# ---- design 1 ----
==> design_1/m3.png <==
Scale bar: 20 um.
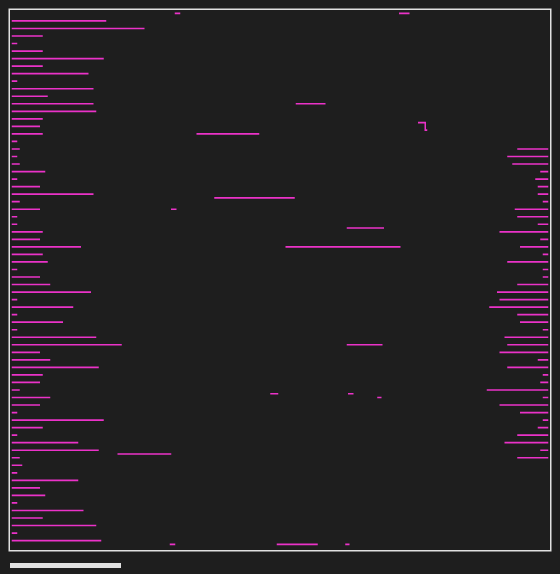
==> design_1/clock_nets.png <==
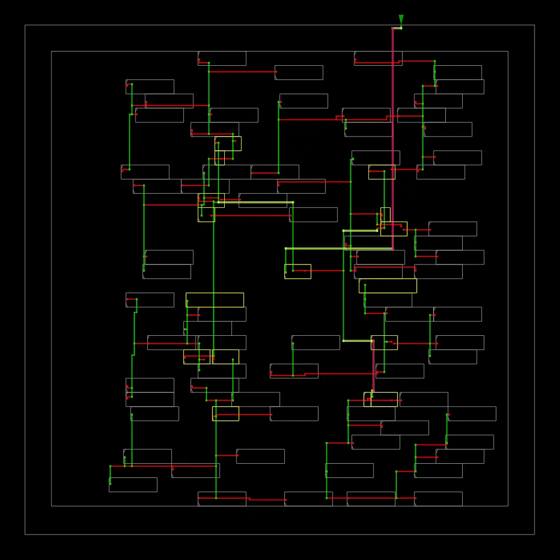
--- src/rtl/control_sequencer_if.sv ---
// control_sequencer_if: fetch, decoder and datapath signals of the control sequencer
interface control_sequencer_if #(
    parameter int CW_WIDTH     = 33,
    parameter int RETIRE_WIDTH = 32
);
    logic                    ifetch_req;
    logic                    ifetch_ack;
    logic [31:0]             instr_in;
    logic                    mem_ready;
    logic [CW_WIDTH-1:0]     cw_in;
    logic [4:0]              status_in;
    logic [31:0]             I;
    logic [1:0]              state;
    logic [4:0]              status;
    logic [CW_WIDTH-1:0]     cw_out;
    logic                    executing;
    logic [RETIRE_WIDTH-1:0] retired;
    modport master (
        output ifetch_req, I, state, status, cw_out, executing, retired,
        input  ifetch_ack, instr_in, mem_ready, cw_in, status_in
    );
    modport slave (
        input  ifetch_req, I, state, status, cw_out, executing, retired,
        output ifetch_ack, instr_in, mem_ready, cw_in, status_in
    );
endinterface

--- src/rtl/control_sequencer.sv ---
// control_sequencer: fetches instructions and steps decoder control words through execute sub-states
module control_sequencer #(
    parameter int CW_WIDTH     = 33,
    parameter int RETIRE_WIDTH = 32
) (
    input  logic                 clock,
    input  logic                 reset,
    control_sequencer_if.master  bus
);
    typedef enum logic [1:0] {BOOT, FETCH, EXEC} mode_t;
    localparam logic [CW_WIDTH-1:0] STALL_MASK = CW_WIDTH'(12'h234);
    mode_t                   r_mode;
    mode_t                   w_mode_nxt;
    logic                    w_stall;
    logic                    w_commit;
    logic                    w_done;
    logic                    w_load_i;
    logic [31:0]             r_I;
    logic [1:0]              r_state;
    logic [4:0]              r_status;
    logic [RETIRE_WIDTH-1:0] r_retired;
    // stall/commit decode, next mode and gated control word
    always_comb begin
        w_stall    = (r_mode == EXEC) && bus.cw_in[8] && !bus.mem_ready;
        w_commit   = (r_mode == EXEC) && !w_stall;
        w_done     = w_commit && (bus.cw_in[1:0] == 2'b00);
        w_load_i   = (r_mode == FETCH) && bus.ifetch_ack;
        w_mode_nxt = (r_mode == FETCH) ? (bus.ifetch_ack ? EXEC : FETCH) :
                     (r_mode == EXEC)  ? (w_done ? FETCH : EXEC) : FETCH;
        bus.cw_out = (r_mode != EXEC) ? '0 :
                     w_stall ? (bus.cw_in & ~STALL_MASK) : bus.cw_in;
    end
    assign bus.ifetch_req = (r_mode == FETCH);
    assign bus.executing  = (r_mode == EXEC);
    assign bus.I          = r_I;
    assign bus.state      = r_state;
    assign bus.status     = r_status;
    assign bus.retired    = r_retired;
    // mode register
    always_ff @(posedge clock or posedge reset) begin
        if (reset) r_mode <= BOOT;
        else       r_mode <= w_mode_nxt;
    end
    // instruction, sub-state, status and retire registers; a stalled cycle holds them all
    always_ff @(posedge clock or posedge reset) begin
        if (reset) begin
            r_I       <= '0;
            r_state   <= '0;
            r_status  <= '0;
            r_retired <= '0;
        end else begin
            if (w_load_i) begin
                r_I     <= bus.instr_in;
                r_state <= 2'b00;
            end
            if (w_commit && bus.cw_in[2]) r_status <= bus.status_in;
            if (w_done) r_retired <= r_retired + RETIRE_WIDTH'(1);
            else if (w_commit) r_state <= bus.cw_in[1:0];
        end
    end
endmodule

--- src/flat_wrapper.sv ---
// flat-port wrapper written by rule: the top's interface ports become plain ports
module control_sequencer_flat 
#(
    parameter int CW_WIDTH     = 33,
    parameter int RETIRE_WIDTH = 32
)
  (clock, reset, bus_ifetch_req, bus_I, bus_state, bus_status, bus_cw_out, bus_executing, bus_retired, bus_ifetch_ack, bus_instr_in, bus_mem_ready, bus_cw_in, bus_status_in);
  control_sequencer_if #(.CW_WIDTH(CW_WIDTH), .RETIRE_WIDTH(RETIRE_WIDTH)) bus_i ();
  input  logic clock;
  input  logic reset;
  output wire logic [$bits(bus_i.ifetch_req)-1:0] bus_ifetch_req;
  output wire logic [$bits(bus_i.I)-1:0] bus_I;
  output wire logic [$bits(bus_i.state)-1:0] bus_state;
  output wire logic [$bits(bus_i.status)-1:0] bus_status;
  output wire logic [$bits(bus_i.cw_out)-1:0] bus_cw_out;
  output wire logic [$bits(bus_i.executing)-1:0] bus_executing;
  output wire logic [$bits(bus_i.retired)-1:0] bus_retired;
  input wire logic [$bits(bus_i.ifetch_ack)-1:0] bus_ifetch_ack;
  input wire logic [$bits(bus_i.instr_in)-1:0] bus_instr_in;
  input wire logic [$bits(bus_i.mem_ready)-1:0] bus_mem_ready;
  input wire logic [$bits(bus_i.cw_in)-1:0] bus_cw_in;
  input wire logic [$bits(bus_i.status_in)-1:0] bus_status_in;
  assign bus_ifetch_req = bus_i.ifetch_req;
  assign bus_I = bus_i.I;
  assign bus_state = bus_i.state;
  assign bus_status = bus_i.status;
  assign bus_cw_out = bus_i.cw_out;
  assign bus_executing = bus_i.executing;
  assign bus_retired = bus_i.retired;
  assign bus_i.ifetch_ack = bus_ifetch_ack;
  assign bus_i.instr_in = bus_instr_in;
  assign bus_i.mem_ready = bus_mem_ready;
  assign bus_i.cw_in = bus_cw_in;
  assign bus_i.status_in = bus_status_in;
  control_sequencer #(.CW_WIDTH(CW_WIDTH), .RETIRE_WIDTH(RETIRE_WIDTH)) u_core (.clock(clock), .reset(reset), .bus(bus_i));
endmodule
--- config.mk ---
export PLATFORM = sky130hd
export DESIGN_NAME = control_sequencer_flat
export DESIGN_NICKNAME = d
export VERILOG_FILES = /design/src/rtl/control_sequencer_if.sv /design/src/rtl/control_sequencer.sv /design/src/flat_wrapper.sv
export SDC_FILE = /design/constraint.sdc
export NUM_CORES = 1
export LEC_CHECK = 0
export CORE_MARGIN = 5
export CORE_UTILIZATION = 42
export DETAILED_ROUTE_END_ITERATION = 8
export PLACE_DENSITY = 0.92
export SYNTH_ARGS = -nofsm -noshare
export SYNTH_HDL_FRONTEND = slang
export SYNTH_SLANG_ARGS = --single-unit
--- constraint.sdc ---
create_clock -name clock -period 5.4 [get_ports clock]
set_input_delay 1.08 -clock clock [delete_from_list [all_inputs] [get_ports clock]]
set_output_delay 1.08 -clock clock [all_outputs]
set_load 0.005 [all_outputs]
==> impl_metrics.py <==
# Flow results
metrics = {
    "outcome": {
        "status": "completed",
    },
    "die": {
        "core_sq_um": 7610,
        "initCoreUtil": 0.423,
        "fp.dieW_um": 97.5,
    },
    "clocking": {
        "clk_pin_slew_ns": 0.08,
        "h-tree-depth": 3,
    },
    "global_route": {
        "grtUsageTotal": 0.194,
        "antenna_found_initial": 0,
        "use_met3": 0.0596,
        "grtUsageMet2": 0.355,
        "grt_pass1_wl_mm": 14.8,
    },
    "worst_setup_path": {
        "timing.rr.end": "u_core.bus.retired[19]$_DFFE_PP0P_",
    },
    "power": {
        "powerComb_mw": 0.795,
        "cell_internal_pwr_mw": 1.53,
        "p_sw_mw": 0.545,
    },
    "synth": {
        "yosysUniqueCellTypes": 28,
        "synthesis.area_sq_um": 3220,
    },
    "detailed_routing": {
        "wl_met1_mm": 3.35,
    },
    "placed_design": {
        "port_buffers": 179,
        "pre_cts_ws_ns": 1.55,
    },
    "final_layout": {
        "nNetsFinal": 517,
        "mostFrequentLayoutCell": "clkdlybuf4s50_1",
        "drive_above_1_share": 0.143,
    },
    "timing": {
        "holdWs_ns": 0.488,
    },
    "worst_hold_path": {
        "hold_class": "reg2reg",
    },
}
Notes on design_1/m3.png above:
longest straight run	23.7 um
wire length on this layer	757 um
share of all routed wire	8.4%

Notes on design_1/clock_nets.png above:
Num CTS Buffers: 9
Layout Skew: 0.0111 ns
registers: 73
clk latency late pin: 0.33 ns

## worst reg2reg max path, cell delays in order (launching register included)
cell and delay [ns]:
dfrtp_1 0.37, nand2b_4 0.17, inv_1 0.49, nand4_1 0.45
nor3_1 0.53, nand4_1 0.17, xnor2_1 0.16
## Yosys cell counts (2+ instances only)
library cell	instances	area (sq um)
nand3_1	6	30.0
nand2_1	20	75.1
dfrtp_1	73	1830
xor2_1	9	78.8
and4_1	3	26.3
nand4_1	12	75.1
clkbuf_1	6	22.5
inv_1	5	18.8
mux2_2	38	428
nor2b_1	2	12.5
and3_1	6	37.5
nor2_1	4	15.0
nor3_1	5	25.0
xnor2_1	22	193
and2_1	32	200
## final cells by class
cell class | instances | area (sq um)
clock buffers | 11 | 141
flip-flops and latches | 73 | 1830
multi-input cells | 172 | 1350
clock inverters | 5 | 78.8
fillers | 551 | 2260
repair buffers | 181 | 1810
well taps | 102 | 128
inverters | 5 | 18.8
## state kept, by name (all words and copies together), names as in the netlist
signal,flops
u_core.bus.I,32
u_core.bus.state,2
u_core.bus.status,5
u_core.bus.retired,32
u_core.r_mode,2

# ---- design 2 ----
$ cat src/rtl/shift_ctrl_pkg.sv
// shift_ctrl_pkg: shared FSM state type and frame-length decode for shift_controller.
// Contents:
//   state_t  - IDLE, LOAD, SHIFT, CAPTURE, DONE
//   eff_len  - maps a requested frame length to the number of bits actually shifted
package shift_ctrl_pkg;

    typedef enum logic [2:0] {IDLE, LOAD, SHIFT, CAPTURE, DONE} state_t;

    // A zero or oversize request means a full-width frame.
    function automatic int unsigned eff_len(input int unsigned len, input int unsigned size);
        return (len == 0 || len > size) ? size : len;
    endfunction

endpackage

$ cat src/rtl/shift_tick_gen.sv
// shift_tick_gen: divides clk down to one shift tick every CLK_DIV cycles.
// Ports:
//   clk, rst  - clock, asynchronous active-high reset
//   restart   - reload the divider so the first tick lands CLK_DIV cycles later
//   tick      - high in cycles where the divider counter is zero
module shift_tick_gen #(
    parameter int CLK_DIV = 1
) (
    input  logic clk,
    input  logic rst,
    input  logic restart,
    output logic tick
);

    localparam int W = CLK_DIV > 1 ? $clog2(CLK_DIV) : 1;
    localparam logic [W-1:0] RELOAD = W'(CLK_DIV - 1);

    logic [W-1:0] cnt;

    always_ff @(posedge clk or posedge rst)
        if (rst) cnt <= '0;
        else if (restart || tick) cnt <= RELOAD;
        else cnt <= cnt - 1'b1;

    assign tick = cnt == '0;

endmodule

$ cat src/rtl/shift_controller.sv
// shift_controller: frame sequencer for one shift_register (load, shift L bits, capture).
// Ports:
//   clk, rst            - clock, asynchronous active-high reset
//   tx_valid/tx_ready   - host offers a word; accepted only in IDLE
//   tx_data, tx_len     - word to load and bits to shift (0 or >SIZE means SIZE)
//   abort               - drops an in-flight frame (LOAD/SHIFT/CAPTURE) back to IDLE
//   rx_valid/rx_ready   - captured word handshake, rx_data held until accepted
//   busy                - high in every state except IDLE
//   sr_load, sr_en      - shift_register controls
//   sr_dataIn           - load word, zero outside LOAD
//   sr_dataOut          - shift_register contents
//   cs_n                - only when SHIFT_CTRL_CS_EN is defined: low for LOAD/SHIFT/CAPTURE
module shift_controller
    import shift_ctrl_pkg::*;
#(
    parameter int SIZE    = 8,
    parameter int CLK_DIV = 1,
    parameter int LEN_W   = $clog2(SIZE + 1)
) (
    input  logic             clk,
    input  logic             rst,
    input  logic             tx_valid,
    output logic             tx_ready,
    input  logic [SIZE-1:0]  tx_data,
    input  logic [LEN_W-1:0] tx_len,
    input  logic             abort,
    output logic             rx_valid,
    input  logic             rx_ready,
    output logic [SIZE-1:0]  rx_data,
    output logic             busy,
    output logic             sr_load,
    output logic             sr_en,
    output logic [SIZE-1:0]  sr_dataIn,
`ifdef SHIFT_CTRL_CS_EN
    output logic             cs_n,
`endif
    input  logic [SIZE-1:0]  sr_dataOut
);

    state_t           state, next;
    logic [SIZE-1:0]  word;
    logic [LEN_W-1:0] bit_cnt;
    logic             tick;

    shift_tick_gen #(.CLK_DIV(CLK_DIV)) u_tick (
        .clk     (clk),
        .rst     (rst),
        .restart (state == LOAD),
        .tick    (tick)
    );

    always_ff @(posedge clk or posedge rst)
        if (rst) state <= IDLE;
        else state <= next;

    always_comb begin
        next = state;
        case (state)
            IDLE:    next = tx_valid ? LOAD : IDLE;
            LOAD:    next = abort ? IDLE : SHIFT;
            // the tick that issues the last shift also ends the SHIFT state
            SHIFT:   next = abort ? IDLE : (tick && bit_cnt == LEN_W'(1)) ? CAPTURE : SHIFT;
            CAPTURE: next = abort ? IDLE : DONE;
            DONE:    next = rx_ready ? IDLE : DONE;
            default: next = IDLE;
        endcase
    end

    always_comb begin
        tx_ready  = state == IDLE;
        busy      = state != IDLE;
        rx_valid  = state == DONE;
        sr_load   = state == LOAD && !abort;
        sr_en     = state == SHIFT && tick && !abort;
        sr_dataIn = state == LOAD ? word : '0;
    end

    always_ff @(posedge clk or posedge rst)
        if (rst) begin
            word    <= '0;
            bit_cnt <= '0;
            rx_data <= '0;
        end else begin
            if (state == IDLE && tx_valid) begin
                word    <= tx_data;
                bit_cnt <= LEN_W'(eff_len(32'(tx_len), SIZE));
            end else if (sr_en) begin
                bit_cnt <= bit_cnt - 1'b1;
            end
            if (state == CAPTURE && !abort) rx_data <= sr_dataOut;
        end

`ifdef SHIFT_CTRL_CS_EN
    // registered from next so it falls together with the entry to LOAD
    always_ff @(posedge clk or posedge rst)
        if (rst) cs_n <= 1'b1;
        else cs_n <= !(next inside {LOAD, SHIFT, CAPTURE});
`endif

endmodule

$ cat config.mk
export PLATFORM = sky130hd
export DESIGN_NAME = shift_controller
export DESIGN_NICKNAME = d
export VERILOG_FILES = /design/src/rtl/shift_ctrl_pkg.sv /design/src/rtl/shift_tick_gen.sv /design/src/rtl/shift_controller.sv
export SDC_FILE = /design/constraint.sdc
export NUM_CORES = 1
export LEC_CHECK = 0
export ABC_CLOCK_PERIOD_IN_PS = 2200
export CORE_AREA = 2 2 57 59
export CTS_CLUSTER_DIAMETER = 80
export DETAILED_ROUTE_END_ITERATION = 10
export DIE_AREA = 0 0 59 61
export GPL_ROUTABILITY_DRIVEN = 0
export MAX_ROUTING_LAYER = met4
export PLACE_DENSITY = 0.78
export REMOVE_ABC_BUFFERS = 1
export SETUP_SLACK_MARGIN = 0.15
export SYNTH_ARGS = -nofsm -noshare
export SYNTH_HDL_FRONTEND = slang
export SYNTH_SLANG_ARGS = --single-unit
$ cat constraint.sdc
create_clock -name clk -period 2.2 [get_ports clk]
set_input_delay 0.22 -clock clk [delete_from_list [all_inputs] [get_ports clk]]
set_output_delay 0.22 -clock clk [all_outputs]
set_load 0.05 [all_outputs]
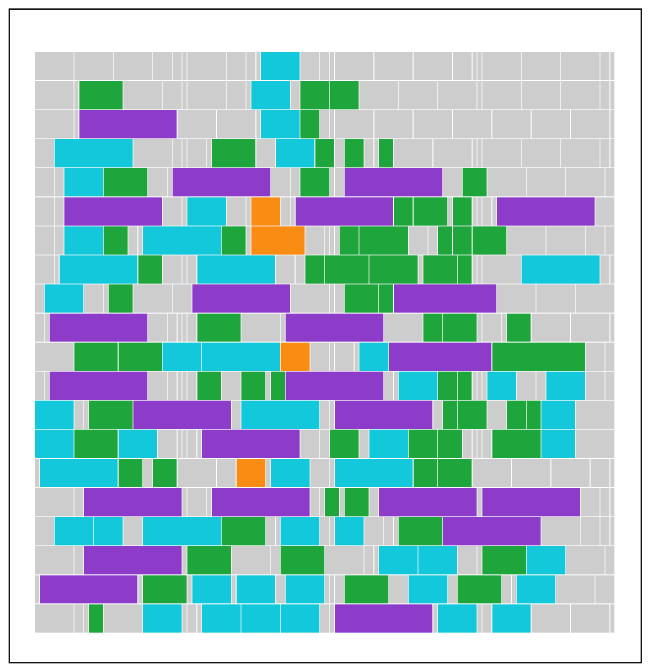
(design_2/class_map.png)
Fill, decap, tap and diode cells in grey.
colour	class	cells
purple	registers	24
cyan	remaining buffers and delay cells	48
orange	clock drivers and dummy loads	4
green	remaining logic cells	67

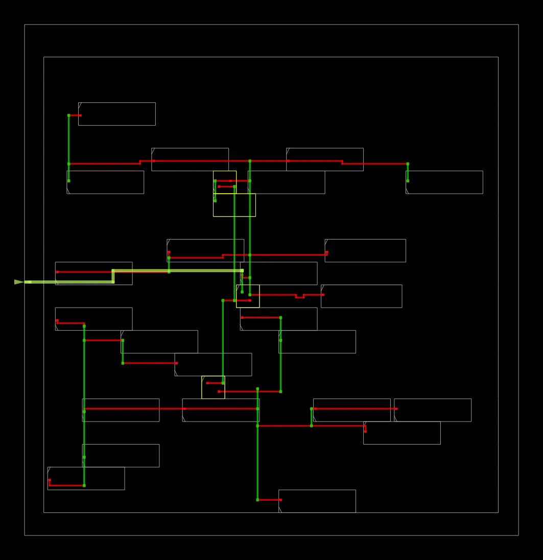
(design_2/clock_nets.png)
clock sink count: 24
Num CTS Buffers: 3
registers: 24

==> impl_metrics.py <==
# Flow results
metrics = {
    "outcome": {
        "status": "completed",
    },
    "timing": {
        "setup_ws_ns": 0.308,
        "relSlewSlack": 0.656,
        "skew_ns": 0.00372,
        "max_freq_mhz": 529,
    },
    "power": {
        "swShare": 0.449,
        "powerDensity_nw_per_um2": 1500,
        "power_frac_comb": 0.614,
        "powerComb_mw": 1.63,
    },
    "die": {
        "placementRows": 20,
        "ioPinCount": 46,
        "initCoreUtil": 0.394,
    },
    "placed_design": {
        "hpwl_mm": 1.91,
    },
    "clocking": {
        "cts_tree": "done",
        "cts-root-buf": "clkbuf_4",
    },
    "synth": {
        "yosys_warnings": 0,
        "synthesis.area_sq_um": 1160,
        "netlist.area_leader.share": 0.517,
    },
    "final_layout": {
        "lay_top_cells": "clkdlybuf4s50_1, dfrtp_1, mux2_2",
    },
    "detailed_routing": {
        "num_vias": 862,
        "drc": 0,
    },
    "global_route": {
        "antenna_found_initial": 0,
        "grt_max_degree": 25,
    },
    "worst_setup_path": {
        "worst-r2r-cell-count": 3,
    },
}
area by class of cell:
| class | count | area [sq um] |
|---|---|---|
| Clock buffer | 4 | 36.3 |
| Sequential cell | 24 | 603 |
| Tap cell | 33 | 41.3 |
| Multi-Input combinational cell | 61 | 502 |
| Fill cell | 250 | 1180 |
| Inverter | 6 | 22.5 |
| Timing Repair Buffer | 48 | 568 |
logic make-up after synthesis:
kind of cell / after synthesis / share of synthesized area
AND-OR/OR-AND: 10 / 0.0581
XOR/XNOR: 3 / 0.0226
adder cells (fa/ha/maj): 2 / 0.0215
buffers and inverters: 11 / 0.0517
flip-flops: 24 / 0.517
multiplexers: 17 / 0.165
other: 1 / 0.00323
AND/OR/NAND/NOR: 28 / 0.161
stage by stage:
step | hold WS (ns) | cells | utilization | power (mW) | setup TNS, ns
5_1_grt | 0.268 | 176 | 0.600 | 2.81 | 0
6_report | 0.250 | 176 | 0.600 | 2.66 | 0
3_5_place_dp | 0.492 | 172 | 0.588 | 2.46 | 0
2_1_floorplan | 0.235 | 91 | - | 1.81 | -0.231
4_1_cts | 0.258 | 176 | 0.600 | 2.68 | 0
3_3_place_gp | 0.482 | 172 | 0.588 | 2.42 | 0

# ---- design 3 ----
==> design_3/class_map.png <==
Fill, decap, tap and diode cells in grey.
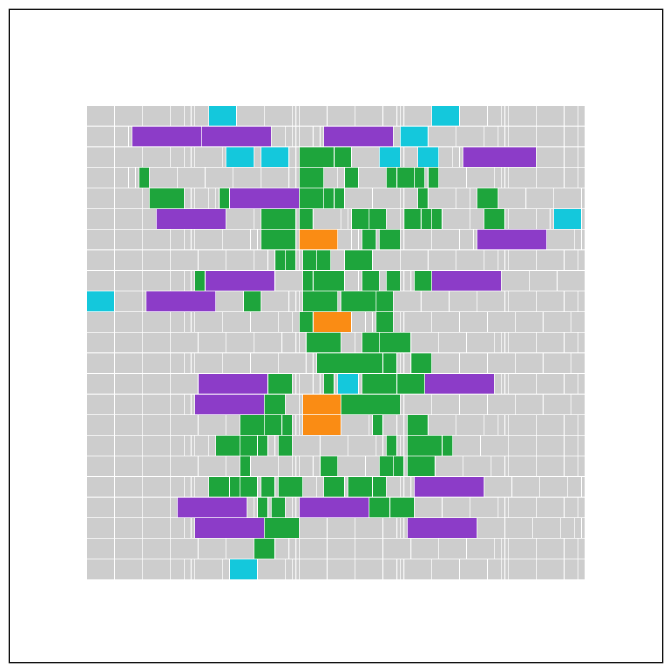
==> design_3/route_heat.png <==
Scale bar: 20 um. 17 x 17 tiles, from dark blue (low) to red (high), scaled to the fullest tile. Values are wire area over tile area, all layers added.
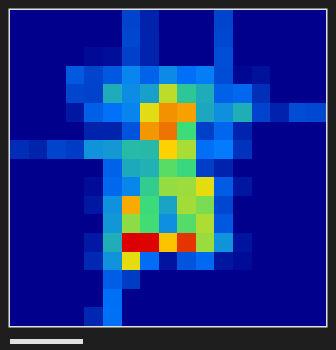
==> design_3/clock_nets.png <==
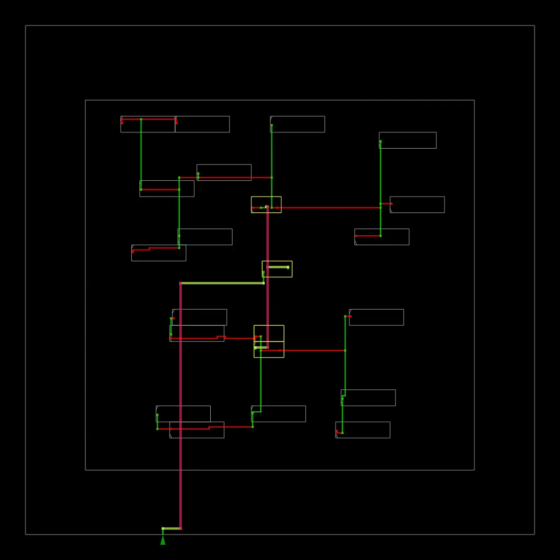
==> src/rtl/bus_pkg.sv <==
// Shared types and constants for the two-master bus arbiter.
package bus_pkg;

    localparam int unsigned TIMEOUT_DEFAULT = 64;
    localparam int unsigned HOLD_W          = 8;
    localparam int unsigned NUM_MASTERS     = 2;

    typedef enum logic [1:0] {
        IDLE    = 2'd0,
        GNT1    = 2'd1,
        GNT2    = 2'd2,
        RELEASE = 2'd3
    } arb_state_e;

    // Master index: also the value driven onto the bus mux select.
    typedef logic master_idx_t;

    localparam master_idx_t MST1 = 1'b0;
    localparam master_idx_t MST2 = 1'b1;

endpackage

==> src/rtl/arb_rr_pick.sv <==
// Combinational round-robin choice between two masters.
module arb_rr_pick
    import bus_pkg::*;
(
    input  logic [NUM_MASTERS-1:0] reqs,
    input  logic [NUM_MASTERS-1:0] elig,
    input  logic                   last_served,
    output logic                   valid,
    output logic                   winner
);

    logic [NUM_MASTERS-1:0] cand;

    // A lone candidate wins; on a tie the master not served last wins.
    always_comb begin
        cand   = reqs & elig;
        valid  = |cand;
        winner = MST1;
        case (cand)
            2'b01:   winner = MST1;
            2'b10:   winner = MST2;
            2'b11:   winner = (last_served == MST1) ? MST2 : MST1;
            default: winner = MST1;
        endcase
    end

endmodule

==> src/rtl/bus_arbiter.sv <==
// Two-master bus arbiter: round-robin on ties, no pre-emption, a
// forced release after TIMEOUT grant cycles and a mandatory idle gap.
module bus_arbiter
    import bus_pkg::*;
#(
    parameter int unsigned TIMEOUT = TIMEOUT_DEFAULT
) (
    input  logic clk,
    input  logic rstn,
    input  logic m1_req,
    input  logic m2_req,
    output logic m1_grant,
    output logic m2_grant,
    output logic msel,
    output logic bus_busy,
    output logic timeout
);

    localparam logic [HOLD_W-1:0] HOLD_LAST = HOLD_W'(TIMEOUT - 1);

    arb_state_e             state;
    arb_state_e             state_nxt;
    logic [HOLD_W-1:0]      hold_cnt;
    logic [HOLD_W-1:0]      hold_nxt;
    logic                   last_served;
    logic                   last_nxt;
    logic [NUM_MASTERS-1:0] inelig;
    logic [NUM_MASTERS-1:0] inelig_nxt;
    logic [NUM_MASTERS-1:0] reqs;
    logic                   msel_nxt;
    logic                   timeout_nxt;
    logic                   pick_valid;
    logic                   pick_winner;

    assign reqs = {m2_req, m1_req};

    arb_rr_pick u_pick (
        .reqs        (reqs),
        .elig        (~inelig),
        .last_served (last_served),
        .valid       (pick_valid),
        .winner      (pick_winner)
    );

    // Next-state, hold counter, round-robin memory and lockout flags.
    always_comb begin
        state_nxt   = state;
        hold_nxt    = hold_cnt;
        last_nxt    = last_served;
        msel_nxt    = msel;
        timeout_nxt = 1'b0;
        inelig_nxt  = inelig & reqs;

        case (state)
            IDLE: begin
                if (pick_valid) begin
                    state_nxt = (pick_winner == MST2) ? GNT2 : GNT1;
                    hold_nxt  = '0;
                    last_nxt  = pick_winner;
                    msel_nxt  = pick_winner;
                end
            end
            GNT1: begin
                if (!m1_req) begin
                    state_nxt = RELEASE;
                end else if (hold_cnt == HOLD_LAST) begin
                    state_nxt     = RELEASE;
                    timeout_nxt   = 1'b1;
                    inelig_nxt[0] = 1'b1;
                end else begin
                    hold_nxt = hold_cnt + HOLD_W'(1);
                end
            end
            GNT2: begin
                if (!m2_req) begin
                    state_nxt = RELEASE;
                end else if (hold_cnt == HOLD_LAST) begin
                    state_nxt     = RELEASE;
                    timeout_nxt   = 1'b1;
                    inelig_nxt[1] = 1'b1;
                end else begin
                    hold_nxt = hold_cnt + HOLD_W'(1);
                end
            end
            RELEASE: begin
                state_nxt = IDLE;
            end
            default: begin
                state_nxt = IDLE;
            end
        endcase
    end

    // Outputs are registered from the next state so they align with it.
    always_ff @(posedge clk or negedge rstn) begin
        if (!rstn) begin
            state       <= IDLE;
            hold_cnt    <= '0;
            last_served <= MST2;
            inelig      <= '0;
            m1_grant    <= 1'b0;
            m2_grant    <= 1'b0;
            msel        <= MST1;
            bus_busy    <= 1'b0;
            timeout     <= 1'b0;
        end else begin
            state       <= state_nxt;
            hold_cnt    <= hold_nxt;
            last_served <= last_nxt;
            inelig      <= inelig_nxt;
            m1_grant    <= (state_nxt == GNT1);
            m2_grant    <= (state_nxt == GNT2);
            msel        <= msel_nxt;
            bus_busy    <= (state_nxt == GNT1) || (state_nxt == GNT2);
            timeout     <= timeout_nxt;
        end
    end

endmodule

==> config.mk <==
export PLATFORM = sky130hd
export DESIGN_NAME = bus_arbiter
export DESIGN_NICKNAME = d
export VERILOG_FILES = /design/src/rtl/bus_pkg.sv /design/src/rtl/arb_rr_pick.sv /design/src/rtl/bus_arbiter.sv
export SDC_FILE = /design/constraint.sdc
export NUM_CORES = 1
export LEC_CHECK = 0
export CORE_MARGIN = 10
export CORE_UTILIZATION = 25
export CTS_BUF_LIST = sky130_fd_sc_hd__clkbuf_8 sky130_fd_sc_hd__clkbuf_16
export DETAILED_ROUTE_END_ITERATION = 12
export PLACE_DENSITY = 0.46
export REMOVE_ABC_BUFFERS = 1
export SLEW_MARGIN = 10
export SYNTH_ARGS = -nofsm -noshare
export SYNTH_HDL_FRONTEND = slang
export SYNTH_HIERARCHICAL = 1
export SYNTH_SLANG_ARGS = --single-unit
==> constraint.sdc <==
create_clock -name clk -period 2.7 [get_ports clk]
set_input_delay 0.405 -clock clk [delete_from_list [all_inputs] [get_ports clk]]
set_output_delay 0.405 -clock clk [all_outputs]
set_load 0.01 [all_outputs]
==> impl_metrics.py <==
# Flow results
metrics = {
    "final_layout": {
        "finalInstanceArea_sq_um": 1290,
        "regArea_sq_um": 452,
        "buf_share": 0.0796,
        "clk_share": 0.0427,
    },
    "detailed_routing": {
        "vias_per_cell": 5.00,
        "drt_wl_total_mm": 2.33,
        "wl_met1_mm": 1.07,
        "drc": 0,
    },
    "clocking": {
        "post_cts_resized": 0,
        "cts_tree": "done",
        "postCtsSetupBuffers": 0,
    },
    "timing": {
        "skew_ns": 0.00370,
    },
    "synth": {
        "simple_gate_share": 0.242,
        "edf_count": 0,
        "ys_seq_share": 0.414,
    },
    "outcome": {
        "status": "completed",
    },
    "job": {
        "max_cap_violations": 0,
    },
    "global_route": {
        "grtUsageTotal": 0.0662,
    },
    "die": {
        "die_h_um": 86.1,
        "core_sq_um": 4120,
    },
    "power": {
        "p_seq_mw": 0.404,
    },
}
About design_3/class_map.png:
colour	class	cells
purple	registers	18
orange	clock drivers and dummy loads	4
green	remaining logic cells	87
cyan	remaining buffers and delay cells	11

About design_3/route_heat.png:
mean over tiles	0.049
densest ninth of the die	middle
fullest tile	0.38
emptiest ninth of the die	bottom right
nearly empty tiles	58%
tiles over half the peak	8.7%

About design_3/clock_nets.png:
Num CTS Buffers: 3
clock buffer count: 4
clock sink count: 18
clk latency late pin: 0.26 ns
Clk power: 0.228 mW

[path summary, 6_finish.rpt]
path / from / end / slack (ns) / cells past startpoint
worst max-delay path: state[0]$_DFF_PN0_ / hold_cnt[3]$_DFFE_PN0P_ / 0.43 / 6
worst min-delay path: msel$_DFFE_PN0P_ / msel$_DFFE_PN0P_ / 0.48 / 1
worst max register to register: state[0]$_DFF_PN0_ / hold_cnt[3]$_DFFE_PN0P_ / 0.43 / 6
worst min register to register: msel$_DFFE_PN0P_ / msel$_DFFE_PN0P_ / 0.48 / 1
max in group asynchronous: rstn / hold_cnt[6]$_DFFE_PN0P_ / 1.55 / 1
min in group asynchronous: rstn / timeout$_DFF_PN0_ / 0.63 / 1
[cell usage in the layout (no fill, tap or decap), types with 3 or more instances in the layout]
cell type	count
o41ai_1	3
a21o_1	4
ha_1	8
dfrtp_1	17
a21oi_1	4
o31a_1	3
nand2_1	9
buf_4	3
nor2b_1	5
mux2i_1	3
o21ai_0	4
nand3_1	3
inv_1	7
nor2_1	7
o31ai_1	4
clkdlybuf4s50_1	8
clkbuf_8	4


==> screenshots <==
M1 wires.
panel A
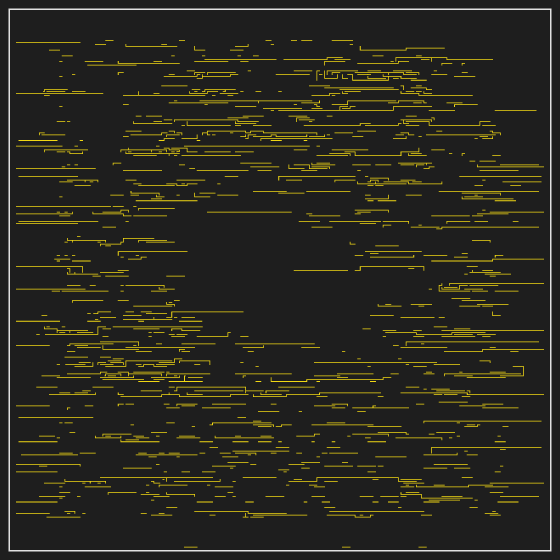
panel B
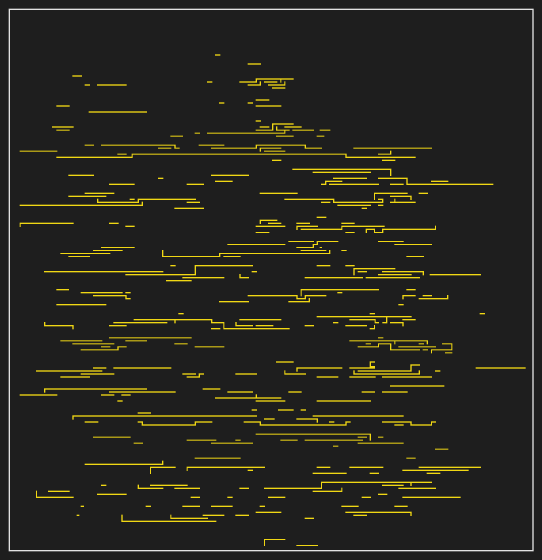
panel C
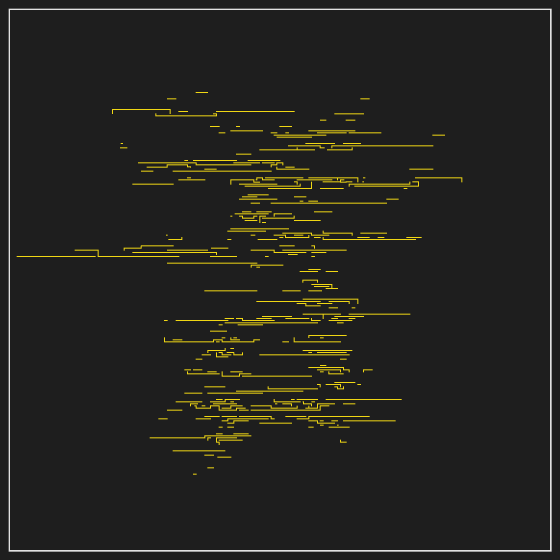
Panel A comes from design 1.
Panel C comes from design 3.
Panel B comes from design 2.

Key to panel B:
main direction	horizontal
nets with wire on the layer	148
share of all routed wire	43%
wire length on this layer	1050 um
longest straight run	24.2 um

No activity file was given, so power comes from the tool's default toggle rates.
